# ---- block 1 ----
**Block 1: routing congestion**

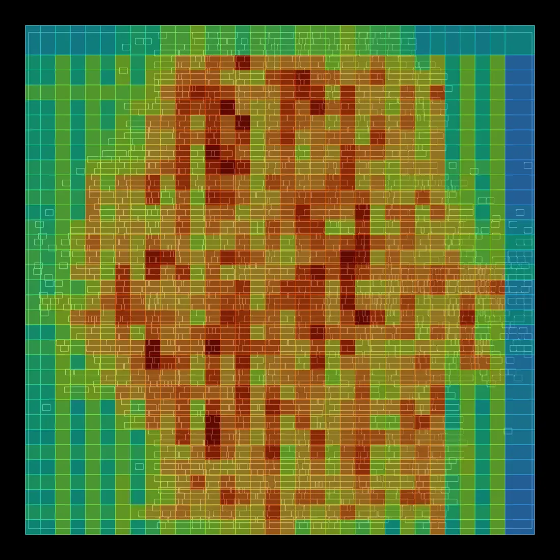

## src/rtl/cpu_trace_buffer.sv

```systemverilog
// cpu_trace_buffer: trace-capture unit beside the CPU core.
// Each valid cycle, {instr, ALUResult, cpu_out} is written into a circular
// buffer. A pre-trigger window is kept and a post-trigger window is recorded
// around an instruction-match trigger, and then the buffer freezes. The
// frozen record is read out oldest-first.
//
// Optional feature: define TRACE_TIMESTAMP_EN to add a free-running TS_W-bit
// cycle counter whose value is stored in the MSBs of every entry.
//
// Ports:
//   CLK, reset          clock; synchronous active-high reset
//   sample_valid        instr/ALUResult/cpu_out form one sample this cycle
//   instr, ALUResult,   traced sample fields
//   cpu_out
//   arm                 pulse that starts a capture (from IDLE or DONE)
//   stop                forces the freeze (from ARMED or POST)
//   trig_value/_mask    trigger compare; a mask bit of 1 compares that bit
//   rd_req              pop one entry while DONE
//   rd_data/_valid/_last  registered read port, one cycle after rd_req
//   state               IDLE=0, ARMED=1, POST=2, DONE=3
//   count               entries held
//   triggered           the record contains a trigger sample
module cpu_trace_buffer #(
   parameter int unsigned INSTR_W  = 24,
   parameter int unsigned DATA_W   = 8,
   parameter int unsigned DEPTH    = 16,
   parameter int unsigned PRE_TRIG = 4,
   parameter int unsigned TS_W     = 16,
`ifdef TRACE_TIMESTAMP_EN
   localparam int unsigned TS_BITS = TS_W,
`else
   localparam int unsigned TS_BITS = 0 * TS_W,
`endif
   localparam int unsigned ENTRY_W = TS_BITS + INSTR_W + 2 * DATA_W,
   localparam int unsigned PW      = $clog2(DEPTH),
   localparam int unsigned CW      = PW + 1
) (
   input  logic               CLK,
   input  logic               reset,
   input  logic               sample_valid,
   input  logic [INSTR_W-1:0] instr,
   input  logic [DATA_W-1:0]  ALUResult,
   input  logic [DATA_W-1:0]  cpu_out,
   input  logic               arm,
   input  logic               stop,
   input  logic [INSTR_W-1:0] trig_value,
   input  logic [INSTR_W-1:0] trig_mask,
   input  logic               rd_req,
   output logic [ENTRY_W-1:0] rd_data,
   output logic               rd_valid,
   output logic               rd_last,
   output logic [1:0]         state,
   output logic [CW-1:0]      count,
   output logic               triggered
);

   localparam int unsigned POST_LEN = DEPTH - PRE_TRIG - 1;

   typedef enum logic [1:0] {
      S_IDLE  = 2'd0,
      S_ARMED = 2'd1,
      S_POST  = 2'd2,
      S_DONE  = 2'd3
   } state_e;

   state_e             state_q;
   logic [CW-1:0]      count_q;
   logic [PW-1:0]      wr_ptr_q;
   logic [PW-1:0]      post_left_q;
   logic               trig_q;
   logic               rd_valid_q;
   logic               rd_last_q;
   logic [ENTRY_W-1:0] rd_data_q;
   logic [ENTRY_W-1:0] mem_q [DEPTH];

   logic               hit;
   logic               wr_en;
   logic [PW-1:0]      rd_ptr;
   logic [ENTRY_W-1:0] wr_entry;

   assign hit    = sample_valid && (((instr ^ trig_value) & trig_mask) == '0);
   assign wr_en  = !reset && sample_valid && (state_q == S_ARMED || state_q == S_POST);
   // Oldest held entry; count shrinks on each pop so this walks forward.
   assign rd_ptr = wr_ptr_q - count_q[PW-1:0];

`ifdef TRACE_TIMESTAMP_EN
   logic [TS_W-1:0] ts_q;

   // Free-running cycle counter stamped into each entry.
   always_ff @(posedge CLK) begin
      if (reset) ts_q <= '0;
      else       ts_q <= ts_q + 1'b1;
   end

   assign wr_entry = {ts_q, instr, ALUResult, cpu_out};
`else
   assign wr_entry = {instr, ALUResult, cpu_out};
`endif

   // Trace storage; contents are intentionally not reset.
   always_ff @(posedge CLK) begin
      if (wr_en) mem_q[wr_ptr_q] <= wr_entry;
   end

   // Capture / readout control.
   always_ff @(posedge CLK) begin
      if (reset) begin
         state_q     <= S_IDLE;
         count_q     <= '0;
         wr_ptr_q    <= '0;
         post_left_q <= '0;
         trig_q      <= 1'b0;
         rd_valid_q  <= 1'b0;
         rd_last_q   <= 1'b0;
         rd_data_q   <= '0;
      end else begin
         rd_valid_q <= 1'b0;
         rd_last_q  <= 1'b0;
         case (state_q)
            S_IDLE: begin
               if (arm) begin
                  count_q  <= '0;
                  wr_ptr_q <= '0;
                  trig_q   <= 1'b0;
                  state_q  <= S_ARMED;
               end
            end
            S_ARMED: begin
               if (sample_valid) begin
                  wr_ptr_q <= wr_ptr_q + 1'b1;
                  // Pre-trigger window saturates; the hit sample always adds one.
                  if (hit || count_q < CW'(PRE_TRIG)) count_q <= count_q + 1'b1;
               end
               if (hit) begin
                  trig_q      <= 1'b1;
                  post_left_q <= PW'(POST_LEN);
                  state_q     <= (POST_LEN == 0 || stop) ? S_DONE : S_POST;
               end else if (stop) begin
                  state_q <= S_DONE;
               end
            end
            S_POST: begin
               if (sample_valid) begin
                  wr_ptr_q    <= wr_ptr_q + 1'b1;
                  count_q     <= count_q + 1'b1;
                  post_left_q <= post_left_q - 1'b1;
               end
               if (stop || (sample_valid && post_left_q == PW'(1))) state_q <= S_DONE;
            end
            S_DONE: begin
               if (arm) begin
                  count_q  <= '0;
                  wr_ptr_q <= '0;
                  trig_q   <= 1'b0;
                  state_q  <= S_ARMED;
               end else if (rd_req && count_q != '0) begin
                  rd_data_q  <= mem_q[rd_ptr];
                  rd_valid_q <= 1'b1;
                  rd_last_q  <= (count_q == CW'(1));
                  count_q    <= count_q - 1'b1;
               end
            end
            default: state_q <= S_IDLE;
         endcase
      end
   end

   assign state     = state_q;
   assign count     = count_q;
   assign triggered = trig_q;
   assign rd_valid  = rd_valid_q;
   assign rd_last   = rd_last_q;
   assign rd_data   = rd_data_q;

endmodule

```

## config.mk

```make
export PLATFORM = sky130hd
export DESIGN_NAME = cpu_trace_buffer
export DESIGN_NICKNAME = d
export VERILOG_FILES = /design/src/rtl/cpu_trace_buffer.sv
export SDC_FILE = /design/constraint.sdc
export NUM_CORES = 1
export LEC_CHECK = 0
export CAP_MARGIN = 20
export CORE_UTILIZATION = 50
export DETAILED_ROUTE_END_ITERATION = 8
export PLACE_DENSITY = 0.83
export RECOVER_POWER = 50
export SYNTH_ARGS = -nofsm -noshare
export SYNTH_HDL_FRONTEND = slang
export SYNTH_SLANG_ARGS = --single-unit
```

## constraint.sdc

```tcl
create_clock -name CLK -period 4.56 [get_ports CLK]
set_input_delay 0.912 -clock CLK [delete_from_list [all_inputs] [get_ports CLK]]
set_output_delay 0.912 -clock CLK [all_outputs]
set_load 0.05 [all_outputs]
```

# ---- block 2 ----
## config.mk

```make
export PLATFORM = sky130hd
export DESIGN_NAME = systolic_tile_sequencer
export DESIGN_NICKNAME = d
export VERILOG_FILES = /design/src/rtl/systolic_pkg.sv /design/src/rtl/systolic_cfg_regs.sv /design/src/rtl/systolic_tile_sequencer.sv
export SDC_FILE = /design/constraint.sdc
export NUM_CORES = 1
export LEC_CHECK = 0
export CAP_MARGIN = 20
export CORE_MARGIN = 8
export CORE_UTILIZATION = 25
export DETAILED_ROUTE_END_ITERATION = 12
export PLACE_DENSITY_LB_ADDON = 0.08
export SYNTH_ARGS = -nofsm -noshare
export SYNTH_HDL_FRONTEND = slang
export SYNTH_HIERARCHICAL = 1
export SYNTH_SLANG_ARGS = --single-unit
```

## constraint.sdc

```tcl
create_clock -name clk -period 5.3 [get_ports clk]
set_input_delay 1.06 -clock clk [delete_from_list [all_inputs] [get_ports clk]]
set_output_delay 1.06 -clock clk [all_outputs]
set_load 0.05 [all_outputs]
```

## src/rtl/systolic_pkg.sv

```systemverilog
// Shared types and register map for the systolic tile sequencer.
package systolic_pkg;

  typedef enum logic [2:0] {
    ST_IDLE  = 3'd0,
    ST_FILL  = 3'd1,
    ST_DRAIN = 3'd2,
    ST_WRITE = 3'd3,
    ST_DONE  = 3'd4
  } state_t;

  localparam logic [2:0] REG_W_BASE    = 3'd0;
  localparam logic [2:0] REG_I_BASE    = 3'd1;
  localparam logic [2:0] REG_O_BASE    = 3'd2;
  localparam logic [2:0] REG_TILE_LEN  = 3'd3;
  localparam logic [2:0] REG_NUM_TILES = 3'd4;
  localparam logic [2:0] REG_CTRL      = 3'd5;
  localparam logic [2:0] REG_STATUS    = 3'd6;
  localparam logic [2:0] REG_TILE_IDX  = 3'd7;

  localparam int CTRL_START   = 0;
  localparam int CTRL_STRIDE2 = 1;
  localparam int CTRL_ABORT   = 2;

endpackage

```

## src/rtl/systolic_cfg_regs.sv

```systemverilog
// Config register file: job parameters, ctrl pulses and registered read mux.
module systolic_cfg_regs
  import systolic_pkg::*;
(
  input  logic       clk,
  input  logic       rst_n,
  input  logic [2:0] i_addr,
  input  logic       i_wr,
  input  logic [7:0] i_wdata,
  input  logic       i_busy,
  input  logic       i_done,
  input  logic [7:0] i_tile,
  output logic [7:0] o_rdata,
  output logic [7:0] o_w_base,
  output logic [7:0] o_i_base,
  output logic [7:0] o_o_base,
  output logic [7:0] o_tile_len,
  output logic [7:0] o_num_tiles,
  output logic       o_stride2,
  output logic       o_start,
  output logic       o_abort
);

  logic [7:0] r_w_base, r_i_base, r_o_base, r_tile_len, r_num_tiles, r_rdata;
  logic       r_stride2;
  logic       w_cfg_wr, w_ctrl_wr;
  logic [7:0] w_rmux;

  // Job parameters are frozen while a job runs; start/abort are never stored.
  assign w_cfg_wr  = i_wr && !i_busy;
  assign w_ctrl_wr = i_wr && (i_addr == REG_CTRL);
  assign o_abort   = w_ctrl_wr && i_wdata[CTRL_ABORT];
  assign o_start   = w_ctrl_wr && i_wdata[CTRL_START] && !i_wdata[CTRL_ABORT];

  always_ff @(posedge clk or negedge rst_n) begin
    if (!rst_n) begin
      r_w_base    <= '0;
      r_i_base    <= '0;
      r_o_base    <= '0;
      r_tile_len  <= '0;
      r_num_tiles <= '0;
      r_stride2   <= 1'b0;
      r_rdata     <= '0;
    end else begin
      if (w_cfg_wr) begin
        case (i_addr)
          REG_W_BASE:    r_w_base    <= i_wdata;
          REG_I_BASE:    r_i_base    <= i_wdata;
          REG_O_BASE:    r_o_base    <= i_wdata;
          REG_TILE_LEN:  r_tile_len  <= i_wdata;
          REG_NUM_TILES: r_num_tiles <= i_wdata;
          REG_CTRL:      r_stride2   <= i_wdata[CTRL_STRIDE2];
          default: ;
        endcase
      end
      r_rdata <= w_rmux;
    end
  end

  always_comb begin
    w_rmux = '0;
    case (i_addr)
      REG_W_BASE:    w_rmux = r_w_base;
      REG_I_BASE:    w_rmux = r_i_base;
      REG_O_BASE:    w_rmux = r_o_base;
      REG_TILE_LEN:  w_rmux = r_tile_len;
      REG_NUM_TILES: w_rmux = r_num_tiles;
      REG_CTRL:      w_rmux = {6'd0, r_stride2, 1'b0};
      REG_STATUS:    w_rmux = {6'd0, i_busy, i_done};
      REG_TILE_IDX:  w_rmux = i_tile;
      default:       w_rmux = '0;
    endcase
  end

  assign o_rdata     = r_rdata;
  assign o_w_base    = r_w_base;
  assign o_i_base    = r_i_base;
  assign o_o_base    = r_o_base;
  assign o_tile_len  = r_tile_len;
  assign o_num_tiles = r_num_tiles;
  assign o_stride2   = r_stride2;

endmodule

```

## src/rtl/systolic_tile_sequencer.sv

```systemverilog
// Tile sequencer: streams weight/input rows into PE FIFOs, waits for the
// array to drain, then writes back ARRAY_SIZE result rows per tile.
module systolic_tile_sequencer
  import systolic_pkg::*;
#(
  parameter int ARRAY_SIZE = 16,
  parameter int ADDR_WIDTH = 8,
  parameter int LEN_WIDTH  = 8
) (
  input  logic                          clk,
  input  logic                          rst_n,
  input  logic [2:0]                    reg_addr,
  input  logic                          reg_wr,
  input  logic [7:0]                    reg_wdata,
  output logic [7:0]                    reg_rdata,
  input  logic [ARRAY_SIZE-1:0]         afull_w,
  input  logic [ARRAY_SIZE-1:0]         afull_i,
  input  logic [ARRAY_SIZE-1:0]         empty_w,
  input  logic [ARRAY_SIZE-1:0]         empty_i,
  output logic                          w_rd_en,
  output logic                          i_rd_en,
  output logic [ADDR_WIDTH-1:0]         w_rd_addr,
  output logic [ADDR_WIDTH-1:0]         i_rd_addr,
  output logic [ARRAY_SIZE-1:0]         wren_w,
  output logic [ARRAY_SIZE-1:0]         wren_i,
  output logic                          out_wr_en,
  output logic [ADDR_WIDTH-1:0]         out_wr_addr,
  output logic [$clog2(ARRAY_SIZE)-1:0] out_row_sel,
  output logic                          clr,
  output logic                          busy,
  output logic                          done
);

  localparam int RW = $clog2(ARRAY_SIZE);
  localparam int DW = $clog2(2*ARRAY_SIZE);

  logic [7:0]            w_w_base, w_i_base, w_o_base, w_tile_len, w_num_tiles;
  logic                  w_stride2, w_start, w_abort;
  logic                  w_busy, w_afull, w_empty, w_rd, w_last_rd, w_zero_job;
  logic [ADDR_WIDTH-1:0] w_step;
  logic [LEN_WIDTH-1:0]  w_rd_cnt_nx;
  logic [8:0]            w_tile_nx;

  state_t                r_state;
  logic [ADDR_WIDTH-1:0] r_w_addr, r_i_addr, r_out_addr;
  logic [LEN_WIDTH-1:0]  r_rd_cnt;
  logic [DW-1:0]         r_dcnt;
  logic                  r_dstart, r_wren, r_clr, r_done;
  logic [RW-1:0]         r_row;
  logic [7:0]            r_tile;

  systolic_cfg_regs u_regs (
    .clk         (clk),
    .rst_n       (rst_n),
    .i_addr      (reg_addr),
    .i_wr        (reg_wr),
    .i_wdata     (reg_wdata),
    .i_busy      (w_busy),
    .i_done      (r_done),
    .i_tile      (r_tile),
    .o_rdata     (reg_rdata),
    .o_w_base    (w_w_base),
    .o_i_base    (w_i_base),
    .o_o_base    (w_o_base),
    .o_tile_len  (w_tile_len),
    .o_num_tiles (w_num_tiles),
    .o_stride2   (w_stride2),
    .o_start     (w_start),
    .o_abort     (w_abort)
  );

  assign w_busy      = (r_state == ST_FILL) || (r_state == ST_DRAIN) || (r_state == ST_WRITE);
  assign w_afull     = (|afull_w) || (|afull_i);
  assign w_empty     = (&empty_w) && (&empty_i);
  assign w_rd        = (r_state == ST_FILL) && !w_afull;
  assign w_step      = w_stride2 ? ADDR_WIDTH'(2) : ADDR_WIDTH'(1);
  assign w_rd_cnt_nx = r_rd_cnt + LEN_WIDTH'(1);
  assign w_last_rd   = w_rd && (w_rd_cnt_nx == LEN_WIDTH'(w_tile_len));
  assign w_zero_job  = (w_tile_len == 8'd0) || (w_num_tiles == 8'd0);
  assign w_tile_nx   = {1'b0, r_tile} + 9'd1;

  always_ff @(posedge clk or negedge rst_n) begin
    if (!rst_n) begin
      r_state    <= ST_IDLE;
      r_w_addr   <= '0;
      r_i_addr   <= '0;
      r_out_addr <= '0;
      r_rd_cnt   <= '0;
      r_dcnt     <= '0;
      r_dstart   <= 1'b0;
      r_wren     <= 1'b0;
      r_clr      <= 1'b0;
      r_done     <= 1'b0;
      r_row      <= '0;
      r_tile     <= '0;
    end else begin
      r_clr  <= 1'b0;
      // Memory returns data one cycle after the read, even if the job is aborted.
      r_wren <= w_rd;
      if (w_abort && w_busy) begin
        r_state <= ST_IDLE;
        r_clr   <= 1'b1;
      end else begin
        case (r_state)
          ST_IDLE, ST_DONE: begin
            if (r_state == ST_DONE) r_done <= 1'b1;
            if (w_start) begin
              r_done     <= 1'b0;
              r_tile     <= '0;
              r_rd_cnt   <= '0;
              r_row      <= '0;
              r_dstart   <= 1'b0;
              r_w_addr   <= ADDR_WIDTH'(w_w_base);
              r_i_addr   <= ADDR_WIDTH'(w_i_base);
              r_out_addr <= ADDR_WIDTH'(w_o_base);
              r_state    <= w_zero_job ? ST_DONE : ST_FILL;
            end else if (r_state == ST_DONE) begin
              r_state <= ST_IDLE;
            end
          end
          ST_FILL: begin
            if (w_rd) begin
              r_w_addr <= r_w_addr + w_step;
              r_i_addr <= r_i_addr + w_step;
              r_rd_cnt <= w_last_rd ? '0 : w_rd_cnt_nx;
              if (w_last_rd) begin
                r_dstart <= 1'b0;
                r_state  <= ST_DRAIN;
              end
            end
          end
          ST_DRAIN: begin
            // After FIFOs empty, let the last operands skew through the array.
            if (!r_dstart) begin
              if (w_empty) begin
                r_dstart <= 1'b1;
                r_dcnt   <= '0;
              end
            end else if (r_dcnt == DW'(2*ARRAY_SIZE-2)) begin
              r_row   <= '0;
              r_state <= ST_WRITE;
            end else begin
              r_dcnt <= r_dcnt + DW'(1);
            end
          end
          ST_WRITE: begin
            r_out_addr <= r_out_addr + ADDR_WIDTH'(1);
            if (r_row == RW'(ARRAY_SIZE-1)) begin
              r_row  <= '0;
              r_clr  <= 1'b1;
              r_tile <= w_tile_nx[7:0];
              if (w_tile_nx < {1'b0, w_num_tiles}) begin
                r_i_addr <= ADDR_WIDTH'(w_i_base);
                r_state  <= ST_FILL;
              end else begin
                r_state <= ST_DONE;
              end
            end else begin
              r_row <= r_row + RW'(1);
            end
          end
          default: r_state <= ST_IDLE;
        endcase
      end
    end
  end

  assign w_rd_en     = w_rd;
  assign i_rd_en     = w_rd;
  assign w_rd_addr   = r_w_addr;
  assign i_rd_addr   = r_i_addr;
  assign wren_w      = {ARRAY_SIZE{r_wren}};
  assign wren_i      = {ARRAY_SIZE{r_wren}};
  assign out_wr_en   = (r_state == ST_WRITE);
  assign out_wr_addr = r_out_addr;
  assign out_row_sel = r_row;
  assign clr         = r_clr;
  assign busy        = w_busy;
  assign done        = r_done;

endmodule

```


## Gallery

Zoomed window.
(a)
Bar = 10 µm. Region (97, 50) to (137, 90) µm. Cells in gray, sequential cells in the stronger gray; small squares are vias.
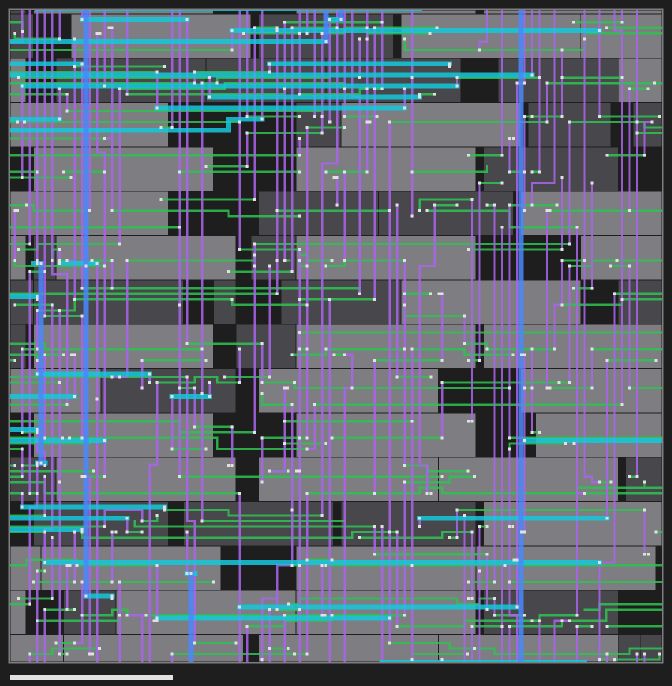
(b)
Bar = 10 µm. Region (68, 33) to (108, 73) µm. Cells in gray, sequential cells in the stronger gray; small squares are vias.
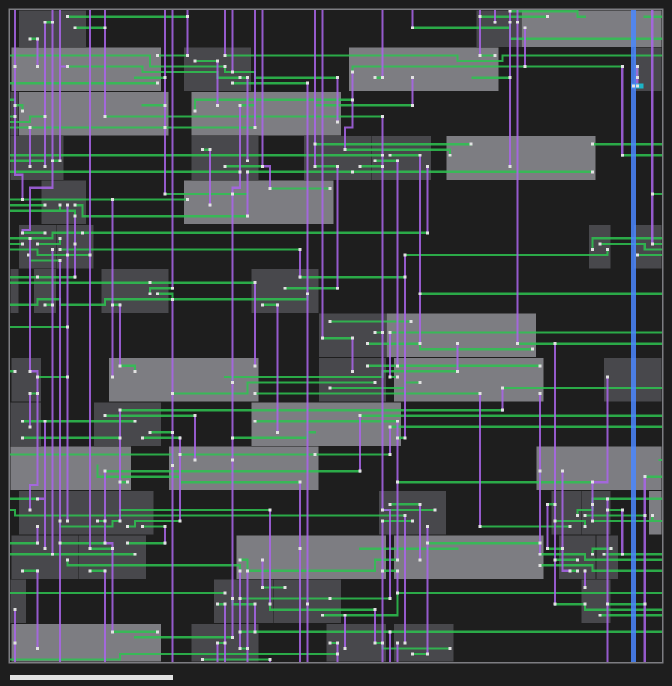
| from | picture |
|---|---|
| block 2 | (b) |
| block 1 | (a) |

Key to (b):
| layer | color |
|---|---|
| M1 | green |
| M3 | cyan |
| M2 | purple |
| M4 | blue |
sequential cells in the window: 17
netlist names of flops here include: `u_regs/o_i_base` (6), `u_regs/o_w_base` (4), `u_regs/o_tile_len` (3)
cells with their middle in the window: 51
most frequent: dfrtp_1 (17), mux2_2 (15), mux2i_1 (4)

**Block 1: the metal 2 layer**

Bar = 50 µm. Cells faint in the background.
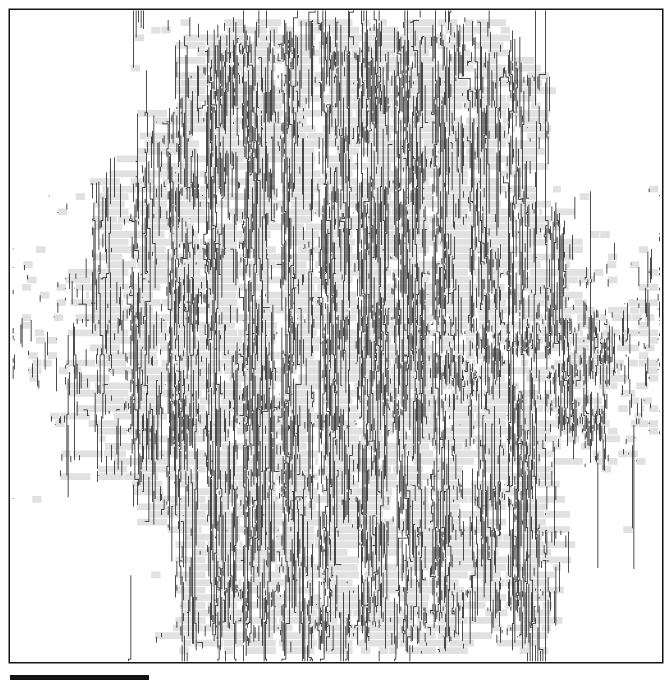
nets with wire on the layer: 1485
main direction: vertical
wire length on this layer: 31.8 mm
share of all routed wire: 48%
wirelength, routed: 65700 µm
M2 GR Usage: 37.9%
Vias: 14.3k

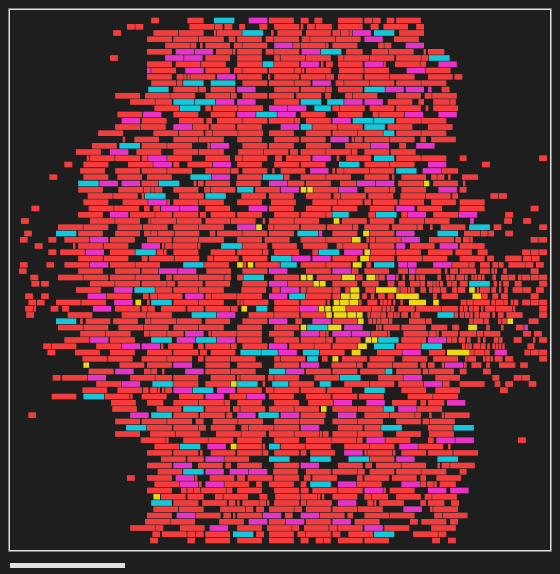
**Above:** block 1 (cell sizes after repair).
Bar = 50 µm.
| size | color | cells | share |
|---|---|---|---|
| x3 and x4 | yellow | 55 | 3.5% |
| x2 | magenta | 171 | 11% |
| x6 and larger | cyan | 93 | 6.0% |
| x1 and smaller | red | 1236 | 79% |
design area: 31700 µm²
worst setup margin: 0.693 ns
Area growth syn-to-layout: 17.4%
Non-clk bufs: 192

Notes on 'routing congestion' of block 1 above:
Final Util: 59.8%
GRT busiest layer: met2
GR Util met1: 31.9%
GR Util All Layers: 24.2%
GR Util met3: 6.38%

==> metrics.yaml, block 1 <==
outcome:
  outcome: "finished clean"
yosys:
  postSynthSeqShare_pct: 75.5
  synth_top_cell_by_count: "edfxtp_1"
  ys.flop_type: "edfxtp_1"
  netlist.area_leader.share_pct: 71.2
  ys_area_um2: 27000
  ys_sh_simple_pct: 2.41
  xor_area_share_pct: 1.14
cts:
  post_cts_resized: 0
  cts_buffers: 66
  clock_latency_ns: 0.60
hold_path:
  hold_path_class: "reg -> reg"
floorplanning:
  rows: 84
  dieWidth_um: 234
  dieHeight_um: 234
  chipArea_um2: 54900
  coreArea_um2: 53000
worst_setup_path:
  cp_num_cells: 8
  worstPathCellList: "dlygate4sd3_1 -> clkbuf_1 -> xor2_1 -> a22oi_1 -> nand4_1 -> nor4_4 -> o31ai_1 -> mux2i_1"
  path_class: "in -> reg"
  cp-start-kind: "primary input"
place:
  routabilityCongestion: 0.857
  place_hpwl_um: 36200
detailed_routing:
  drt_first_pass_iters: 5
  wl_met3_um: 7020
  final_antenna_net_count: 0
power:
  combinationalPower_mw: 4.69
  maxPowerGroup: "sequential cells"
  clkPwrFrac_pct: 31.3
  pwr_density_cell_nw_per_um2: 545
  swShare_pct: 28.3
finish:
  fin_cells: 2246
  comb_share_pct: 20.2
  seqAreaFraction_pct: 64.3
  clock_tree_area_fraction_pct: 6.66
sta:
  finalCriticalPeriod_ns: 3.87
  slew_headroom_pct: 12.6
  rsz0062_at_grt: "no"
grt:
  grt_pass1_wl_um: 94600
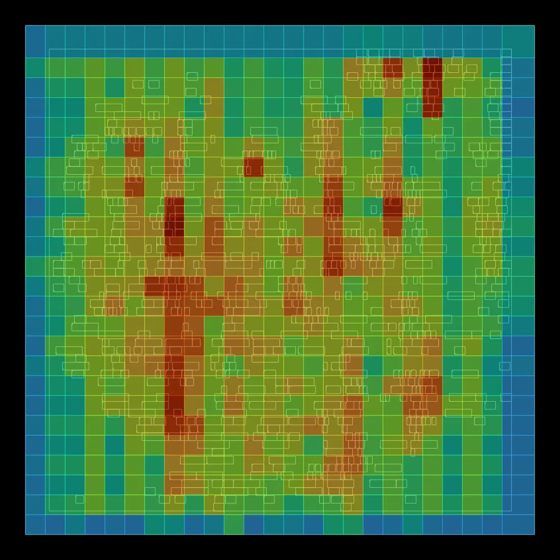
**Above:** block 2 (routing congestion).
GR Util All Layers: 13.8%
M2 GR Usage: 23.5%
GR Util met3: 2.47%
GR Util met1: 17.6%

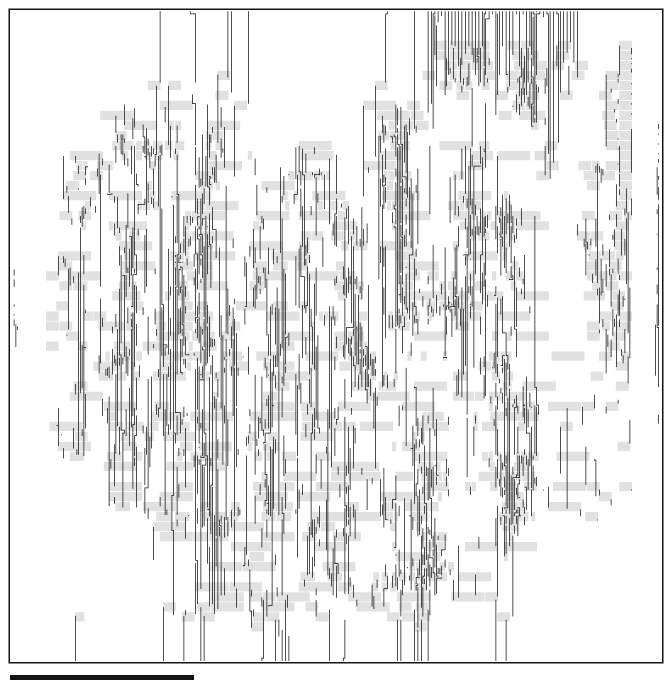
**Above:** block 2 (the metal 2 layer).
Bar = 50 µm. Cells faint in the background.
longest straight run: 68.7 µm
wire length on this layer: 10400 µm
main direction: vertical
share of all routed wire: 48%
nets with wire on the layer: 738
wirelength, routed: 21600 µm
Vias: 5534

==> metrics.yaml, block 2 <==
outcome:
  outcome: "finished clean"
yosys:
  xor_area_share_pct: 1.90
grt:
  overflow: 0
power:
  maxPowerGroup: "sequential cells"
  p_int_mw: 1.69
  switching_power_mw: 1.03
  swShare_pct: 37.8
  power.leakage_nw: 3.39
place:
  dp.cells: 1104
  dp_slack_ns: 0.890
worst_setup_path:
  cp_data_required_time_ns: 4.24
finish:
  fin_cells: 1121
  antennaDiodeCount: 0
  num-nets-final: 878
  seqAreaFraction_pct: 31.3
hold_path:
  hold_end: "out_wr_addr[5]"
  worstHoldStart: "out_wr_addr[5]"
sta:
  setup_tns_ns: 0
  finalSetupViolations: 0
  hold_ws_ns: 0.520
cts:
  path_clk_slew_ns: 0.08
detailed_routing:
  drt_first_pass_iters: 5
  route.detailed.vias_per_inst: 4.94

# ---- block 3 ----
[src/rtl/soc_trace_buffer.sv]
// Trace capture unit: records multi-channel samples into a circular buffer,
// stops on trigger / post-trigger window / stop, and dumps oldest-first through a read port.
module soc_trace_buffer #(
   parameter int DW    = 32,
   parameter int CH    = 4,
   parameter int DEPTH = 16,
   parameter int AW    = $clog2(DEPTH),
   parameter int CW    = (CH > 1) ? $clog2(CH) : 1
) (
   input  logic               g_clk,
   input  logic               g_reset,
   input  logic               arm,
   input  logic               stop,
   input  logic [1:0]         mode,
   input  logic [AW:0]        post_count,
   input  logic               trig,
   input  logic               smp_valid,
   input  logic [CH*DW-1:0]   smp_data,
   input  logic               rd_en,
   input  logic [AW-1:0]      rd_idx,
   input  logic [CW-1:0]      rd_ch,
   output logic [DW-1:0]      rd_data,
   output logic               rd_valid,
   output logic [1:0]         state,
   output logic [AW:0]        filled,
   output logic [AW-1:0]      trig_pos,
   output logic               done
);

   typedef enum logic [1:0] {
      S_IDLE  = 2'd0,
      S_ARMED = 2'd1,
      S_TRIG  = 2'd2,
      S_DONE  = 2'd3
   } state_t;

   localparam logic [AW:0] FULL     = (AW+1)'(DEPTH);
   localparam logic [AW:0] POST_MAX = (AW+1)'(DEPTH - 1);
   localparam logic [AW:0] ONE      = (AW+1)'(1);

   state_t          state_q, state_d;
   logic [AW-1:0]   wr_ptr_q, wr_ptr_d;
   logic [AW:0]     filled_q, filled_d;
   logic [AW-1:0]   trig_ptr_q, trig_ptr_d;
   logic            trig_seen_q, trig_seen_d;
   logic [1:0]      mode_q, mode_d;
   logic [AW:0]     post_lat_q, post_lat_d;
   logic [AW:0]     post_cnt_q, post_cnt_d;
   logic [DW-1:0]   rd_data_q, rd_data_d;
   logic            rd_valid_q;
   logic            mem_we;

   logic [CH*DW-1:0] mem_q [DEPTH];

   logic [AW-1:0]    oldest;
   logic [AW-1:0]    rd_slot;
   logic [CH*DW-1:0] rd_word;
   logic [CH*DW-1:0] rd_shift;
   logic             rd_hit;

   // Next-state and write control; arm outranks stop/trig, stop outranks the trigger exit.
   always_comb begin
      state_d     = state_q;
      wr_ptr_d    = wr_ptr_q;
      filled_d    = filled_q;
      trig_ptr_d  = trig_ptr_q;
      trig_seen_d = trig_seen_q;
      mode_d      = mode_q;
      post_lat_d  = post_lat_q;
      post_cnt_d  = post_cnt_q;
      mem_we      = 1'b0;
      if (arm) begin
         state_d     = S_ARMED;
         wr_ptr_d    = '0;
         filled_d    = '0;
         trig_ptr_d  = '0;
         trig_seen_d = 1'b0;
         post_cnt_d  = '0;
         mode_d      = mode;
         post_lat_d  = (post_count > POST_MAX) ? POST_MAX : post_count;
      end else begin
         case (state_q)
            S_ARMED: begin
               mem_we = smp_valid;
               if (trig && (mode_q != 2'd2)) begin
                  trig_ptr_d  = wr_ptr_q;
                  trig_seen_d = 1'b1;
                  if ((mode_q == 2'd1) && (post_lat_q != '0)) begin
                     state_d    = S_TRIG;
                     post_cnt_d = post_lat_q;
                  end else begin
                     state_d = S_DONE;
                  end
               end
               if (stop) state_d = S_DONE;
            end
            S_TRIG: begin
               mem_we = smp_valid;
               if (smp_valid) begin
                  post_cnt_d = post_cnt_q - ONE;
                  if (post_cnt_q == ONE) state_d = S_DONE;
               end
               if (stop) state_d = S_DONE;
            end
            default: ;
         endcase
         if (mem_we) begin
            wr_ptr_d = wr_ptr_q + 1'b1;
            if (filled_q != FULL) filled_d = filled_q + ONE;
         end
      end
   end

   // Once the buffer has wrapped, the slot about to be overwritten is the oldest one.
   always_comb begin
      oldest    = (filled_q == FULL) ? wr_ptr_q : '0;
      rd_slot   = oldest + rd_idx;
      rd_word   = mem_q[rd_slot];
      rd_shift  = rd_word >> (DW * int'(rd_ch));
      rd_hit    = ({1'b0, rd_idx} < filled_q) && (int'(rd_ch) < CH);
      rd_data_d = rd_data_q;
      if (rd_en) rd_data_d = rd_hit ? rd_shift[DW-1:0] : '0;
   end

   always_ff @(posedge g_clk or posedge g_reset) begin
      if (g_reset) begin
         state_q     <= S_IDLE;
         wr_ptr_q    <= '0;
         filled_q    <= '0;
         trig_ptr_q  <= '0;
         trig_seen_q <= 1'b0;
         mode_q      <= 2'd0;
         post_lat_q  <= '0;
         post_cnt_q  <= '0;
         rd_data_q   <= '0;
         rd_valid_q  <= 1'b0;
      end else begin
         state_q     <= state_d;
         wr_ptr_q    <= wr_ptr_d;
         filled_q    <= filled_d;
         trig_ptr_q  <= trig_ptr_d;
         trig_seen_q <= trig_seen_d;
         mode_q      <= mode_d;
         post_lat_q  <= post_lat_d;
         post_cnt_q  <= post_cnt_d;
         rd_data_q   <= rd_data_d;
         rd_valid_q  <= rd_en;
      end
   end

   // Sample storage is deliberately not reset; a same-cycle read sees the old word.
   always_ff @(posedge g_clk) begin
      if (mem_we) mem_q[wr_ptr_q] <= smp_data;
   end

   assign rd_data  = rd_data_q;
   assign rd_valid = rd_valid_q;
   assign state    = state_q;
   assign filled   = filled_q;
   assign trig_pos = trig_seen_q ? (trig_ptr_q - oldest) : '0;
   assign done     = (state_q == S_DONE);

endmodule

[config.mk]
export PLATFORM = sky130hd
export DESIGN_NAME = soc_trace_buffer
export DESIGN_NICKNAME = d
export VERILOG_FILES = /design/src/rtl/soc_trace_buffer.sv
export SDC_FILE = /design/constraint.sdc
export NUM_CORES = 2
export LEC_CHECK = 0
export CORE_UTILIZATION = 30
export CTS_BUF_LIST = sky130_fd_sc_hd__clkbuf_2 sky130_fd_sc_hd__clkbuf_4 sky130_fd_sc_hd__clkbuf_8
export DETAILED_ROUTE_END_ITERATION = 10
export PLACE_DENSITY = 0.48
export SYNTH_ARGS = -nofsm -noshare
export SYNTH_HDL_FRONTEND = slang
export SYNTH_SLANG_ARGS = --single-unit
[constraint.sdc]
create_clock -name g_clk -period 7.1 [get_ports g_clk]
set_input_delay 1.42 -clock g_clk [delete_from_list [all_inputs] [get_ports g_clk]]
set_output_delay 1.42 -clock g_clk [all_outputs]
set_load 0.005 [all_outputs]
# ---- block 4 ----
$ cat src/rtl/mem_port_arbiter.sv
// Arbitrates one single-port memory between the fetch (I) and data (D) requesters.
// Define RR_ARB_EN to break simultaneous IDLE requests in favour of the requester that was not acked last.
module mem_port_arbiter #(
  parameter int unsigned ADDR_W  = 32,
  parameter int unsigned DATA_W  = 32,
  parameter int unsigned MEM_LAT = 1
) (
  input  logic              clk,
  input  logic              reset,
  input  logic              i_req,
  input  logic [ADDR_W-1:0] i_addr,
  output logic [DATA_W-1:0] i_rdata,
  output logic              i_ack,
  input  logic              d_req,
  input  logic              d_we,
  input  logic [ADDR_W-1:0] d_addr,
  input  logic [DATA_W-1:0] d_wdata,
  output logic [DATA_W-1:0] d_rdata,
  output logic              d_ack,
  output logic              mem_en,
  output logic              mem_we,
  output logic [ADDR_W-1:0] mem_addr,
  output logic [DATA_W-1:0] mem_wdata,
  input  logic [DATA_W-1:0] mem_rdata,
  output logic              busy
);

  localparam int unsigned CNT_W = 4;

  typedef enum logic [1:0] {IDLE, ISSUE, WAIT, RESP} state_t;

  state_t             state, state_n;
  logic [CNT_W-1:0]   cnt, cnt_n;
  logic               win_d, win_d_n;
  logic               last_d, last_d_n;
  logic               mem_en_n, mem_we_n;
  logic [ADDR_W-1:0]  mem_addr_n;
  logic [DATA_W-1:0]  mem_wdata_n;
  logic [DATA_W-1:0]  i_rdata_n, d_rdata_n;
  logic               i_ack_n, d_ack_n, busy_n;
  logic               grant, grant_d, both_pick_d;

  // State and every output live in this one register bank.
  always_ff @(posedge clk or posedge reset) begin
    if (reset) begin
      state     <= IDLE;
      cnt       <= '0;
      win_d     <= 1'b0;
      last_d    <= 1'b1;
      mem_en    <= 1'b0;
      mem_we    <= 1'b0;
      mem_addr  <= '0;
      mem_wdata <= '0;
      i_rdata   <= '0;
      d_rdata   <= '0;
      i_ack     <= 1'b0;
      d_ack     <= 1'b0;
      busy      <= 1'b0;
    end else begin
      state     <= state_n;
      cnt       <= cnt_n;
      win_d     <= win_d_n;
      last_d    <= last_d_n;
      mem_en    <= mem_en_n;
      mem_we    <= mem_we_n;
      mem_addr  <= mem_addr_n;
      mem_wdata <= mem_wdata_n;
      i_rdata   <= i_rdata_n;
      d_rdata   <= d_rdata_n;
      i_ack     <= i_ack_n;
      d_ack     <= d_ack_n;
      busy      <= busy_n;
    end
  end

  // Next-state and next-output logic; the registered outputs take these values one edge later.
  always_comb begin
    state_n     = state;
    cnt_n       = cnt;
    win_d_n     = win_d;
    last_d_n    = last_d;
    mem_en_n    = 1'b0;
    mem_we_n    = mem_we;
    mem_addr_n  = mem_addr;
    mem_wdata_n = mem_wdata;
    i_rdata_n   = i_rdata;
    d_rdata_n   = d_rdata;
    i_ack_n     = 1'b0;
    d_ack_n     = 1'b0;
    grant       = 1'b0;
    grant_d     = 1'b0;
`ifdef RR_ARB_EN
    both_pick_d = !last_d;
`else
    both_pick_d = 1'b1;
`endif

    case (state)
      IDLE: begin
        if (i_req || d_req) begin
          grant   = 1'b1;
          grant_d = d_req && (!i_req || both_pick_d);
        end
      end
      ISSUE: begin
        state_n = WAIT;
        cnt_n   = CNT_W'(MEM_LAT);
      end
      WAIT: begin
        if (cnt == CNT_W'(1)) begin
          state_n  = RESP;
          last_d_n = win_d;
          if (win_d) begin
            d_ack_n = 1'b1;
            if (!mem_we) d_rdata_n = mem_rdata;
          end else begin
            i_ack_n   = 1'b1;
            i_rdata_n = mem_rdata;
          end
        end else begin
          cnt_n = cnt - CNT_W'(1);
        end
      end
      RESP: begin
        // The just-acked requester still shows its old request; only the other one may take over.
        if (win_d ? i_req : d_req) begin
          grant   = 1'b1;
          grant_d = !win_d;
        end else begin
          state_n = IDLE;
        end
      end
      default: state_n = IDLE;
    endcase

    if (grant) begin
      state_n    = ISSUE;
      win_d_n    = grant_d;
      mem_en_n   = 1'b1;
      mem_we_n   = grant_d && d_we;
      mem_addr_n = grant_d ? d_addr : i_addr;
      if (grant_d) mem_wdata_n = d_wdata;
    end

    busy_n = (state_n != IDLE);
  end

endmodule

$ cat config.mk
export PLATFORM = sky130hd
export DESIGN_NAME = mem_port_arbiter
export DESIGN_NICKNAME = d
export VERILOG_FILES = /design/src/rtl/mem_port_arbiter.sv
export SDC_FILE = /design/constraint.sdc
export NUM_CORES = 1
export LEC_CHECK = 0
export ABC_AREA = 1
export CORE_MARGIN = 5
export CORE_UTILIZATION = 35
export DETAILED_ROUTE_END_ITERATION = 7
export PLACE_DENSITY = 0.78
export SLEW_MARGIN = 20
export SYNTH_ARGS = -nofsm -noshare
export SYNTH_HDL_FRONTEND = slang
export SYNTH_SLANG_ARGS = --single-unit
$ cat constraint.sdc
create_clock -name clk -period 5.6 [get_ports clk]
set_input_delay 1.68 -clock clk [delete_from_list [all_inputs] [get_ports clk]]
set_output_delay 1.68 -clock clk [all_outputs]
set_load 0.02 [all_outputs]
**Block 3: the metal 2 layer**

Bar = 200 µm. Cells faint in the background.
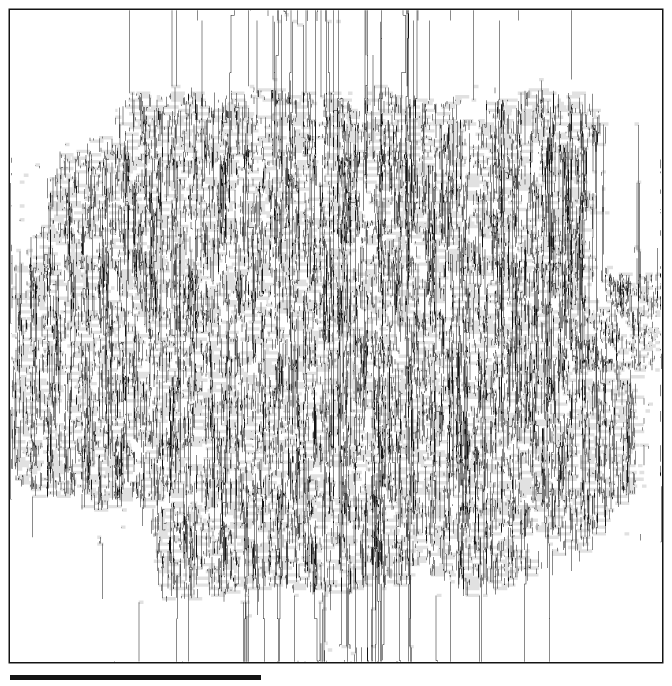
longest straight run: 264 µm
wire length on this layer: 99.6 mm
share of all routed wire: 47%
nets with wire on the layer: 3631
main direction: vertical
Vias: 37.7k
wirelength, routed: 211000 µm
M2 GR Usage: 24.8%

==> metrics.yaml, block 3 <==
sta:
  hold_violations: 0
  rsz0062_at_grt: "no"
  setup_tns_ns: 0
  hold_ws_ns: 0.525
  finalCriticalPeriod_ns: 5.43
worst_setup_path:
  worstPathCellList: "inv_1 -> ha_1 -> nand2_1 -> nor3_1 -> nand2_1 -> ha_1 -> a21o_1 -> a21oi_1 -> xnor2_1 -> nor2_1 -> clkdlybuf4s50_1"
  path_buffers: 2
  ff2ff_setup_slack_ns: 1.89
  cp-start-kind: "flop"
  r2r-end: "rd_data[9]"
  crit_family: "simple AND/OR/NAND/NOR gates"
  cp_num_cells: 11
yosys:
  ys_area_um2: 80300
  yosys.area_share.aoi_pct: 2.07
  netlist.area_leader.share_pct: 76.6
  numSynthFlops: 2109
  xor_area_share_pct: 0.120
  avgSynthCellArea_um2: 24.0
  ys.flop_type: "edfxtp_1"
finish:
  clock_buffers: 505
  nonClkBufAreaFrac_pct: 3.66
  fin_util_pct: 35.5
  finalInstanceArea_um2: 94400
place:
  port_buffers: 192
detailed_routing:
  drt_first_pass_iters: 8
  highest_layer: "met5"
  drc: 32
  final_antenna_net_count: 0
  route.detailed.vias_per_inst: 4.93
cts:
  post-cts-setup-buffers: 0
  max-clock-path-buffers: 4
grt:
  first_global_vias: 40300
  busiest_layer: "met2"
power:
  power.total_mw: 25.7
  p_comb_share_pct: 5.1
  pg_clk_mw: 10.5
  power.leakage_nw: 29.2
floorplanning:
  initCoreUtil_pct: 30.2
  rows: 189
  dieHeight_um: 519
outcome:
  violations: "DRC"
  outcome: "finished, violations left"
run:
  warnings: 35
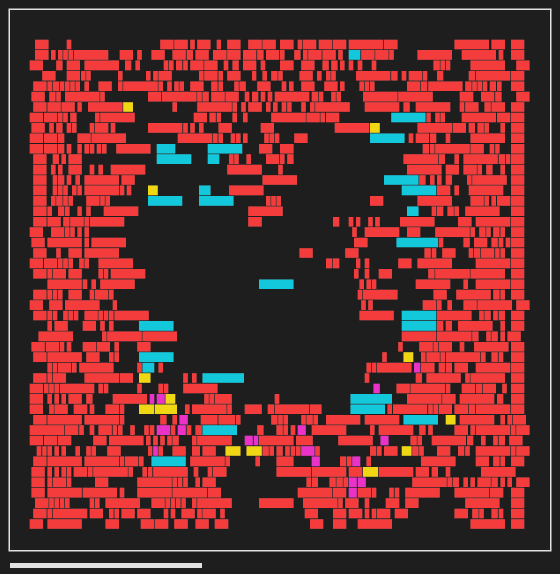
**Above:** block 4 (cell sizes after repair).
Bar = 50 µm.
| size | color | cells | share |
|---|---|---|---|
| x3 and x4 | yellow | 13 | 1.3% |
| x6 and larger | cyan | 26 | 2.7% |
| x1 and smaller | red | 909 | 94% |
| x2 | magenta | 18 | 1.9% |
Non-clk bufs: 269
Area growth syn-to-layout: 55.3%
design area: 9320 µm²

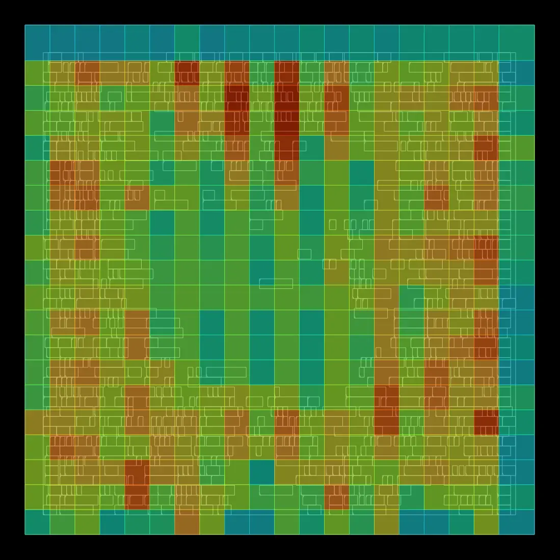
**Above:** block 4 (routing congestion).
wire per inst: 14.9 µm
GR Util All Layers: 17.8%

==> metrics.yaml, block 4 <==
hold_path:
  hold_path_class: "reg -> reg"
finish:
  logic_area_um2: 2090
  logic_gates: 485
worst_setup_path:
  ff2ff_setup_slack_ns: 2.88
  cp-start-kind: "primary input"
  worstSetupEndpoint: "mem_wdata[24]"
power:
  pwr_density_cell_nw_per_um2: 613
  power.leakage_nw: 4.50
  p_comb_share_pct: 49.4
detailed_routing:
  drtIter0Drc: 262
  finalWirelength_um: 17700
outcome:
  outcome: "finished clean"
yosys:
  ys_sh_simple_pct: 27.7
  synthArstFlopShare_pct: 100
floorplanning:
  top_level_ports: 266
  coreArea_um2: 16700
sta:
  finalCriticalPeriod_ns: 3.67
cts:
  cts_buffers: 17
grt:
  overflow: 0


## Gallery

Metal 1.
panel A
Bar = 50 µm. Supply wires on this layer in gray. Cells faint in the background.
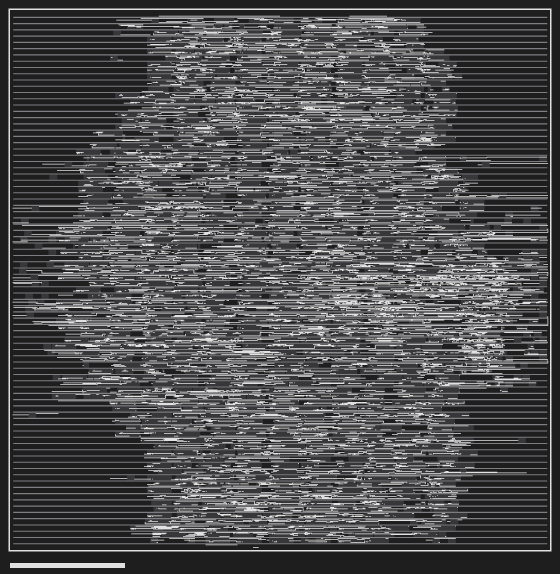
panel B
Bar = 200 µm. Supply wires on this layer in gray. Cells faint in the background.
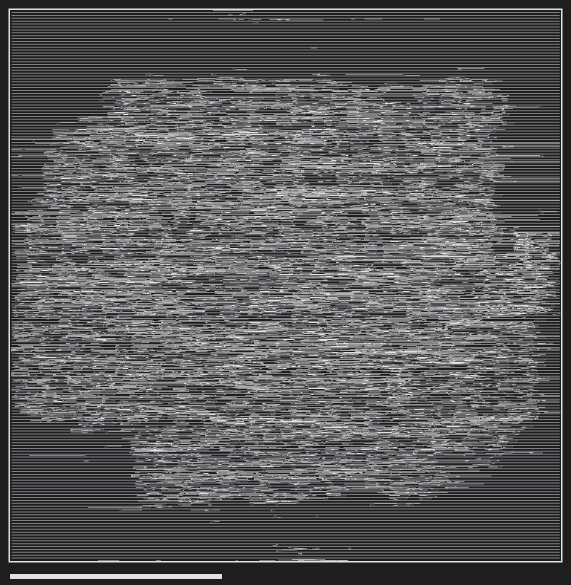
panel C
Bar = 50 µm. Supply wires on this layer in gray. Cells faint in the background.
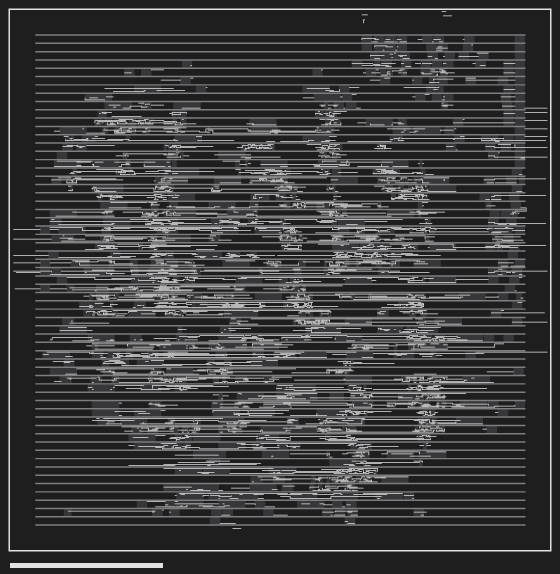
panel D
Bar = 50 µm. Supply wires on this layer in gray. Cells faint in the background.
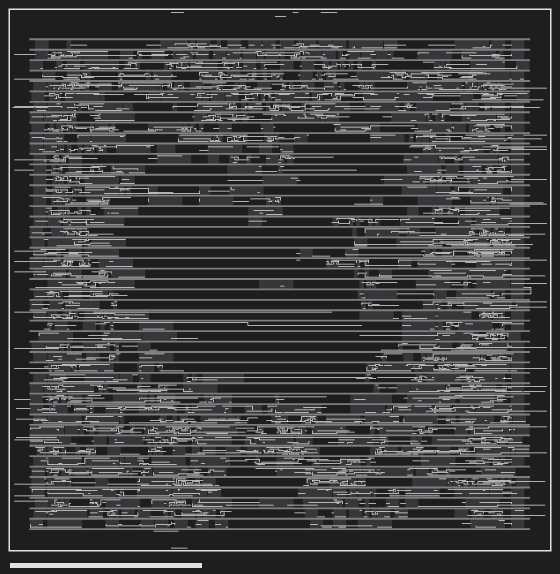
Of these, largest die: panel B
Panel A comes from block 1.
Panel D comes from block 4.
Panel C comes from block 2.
Panel B comes from block 3.

Power is estimated from default activity; no workload was simulated.
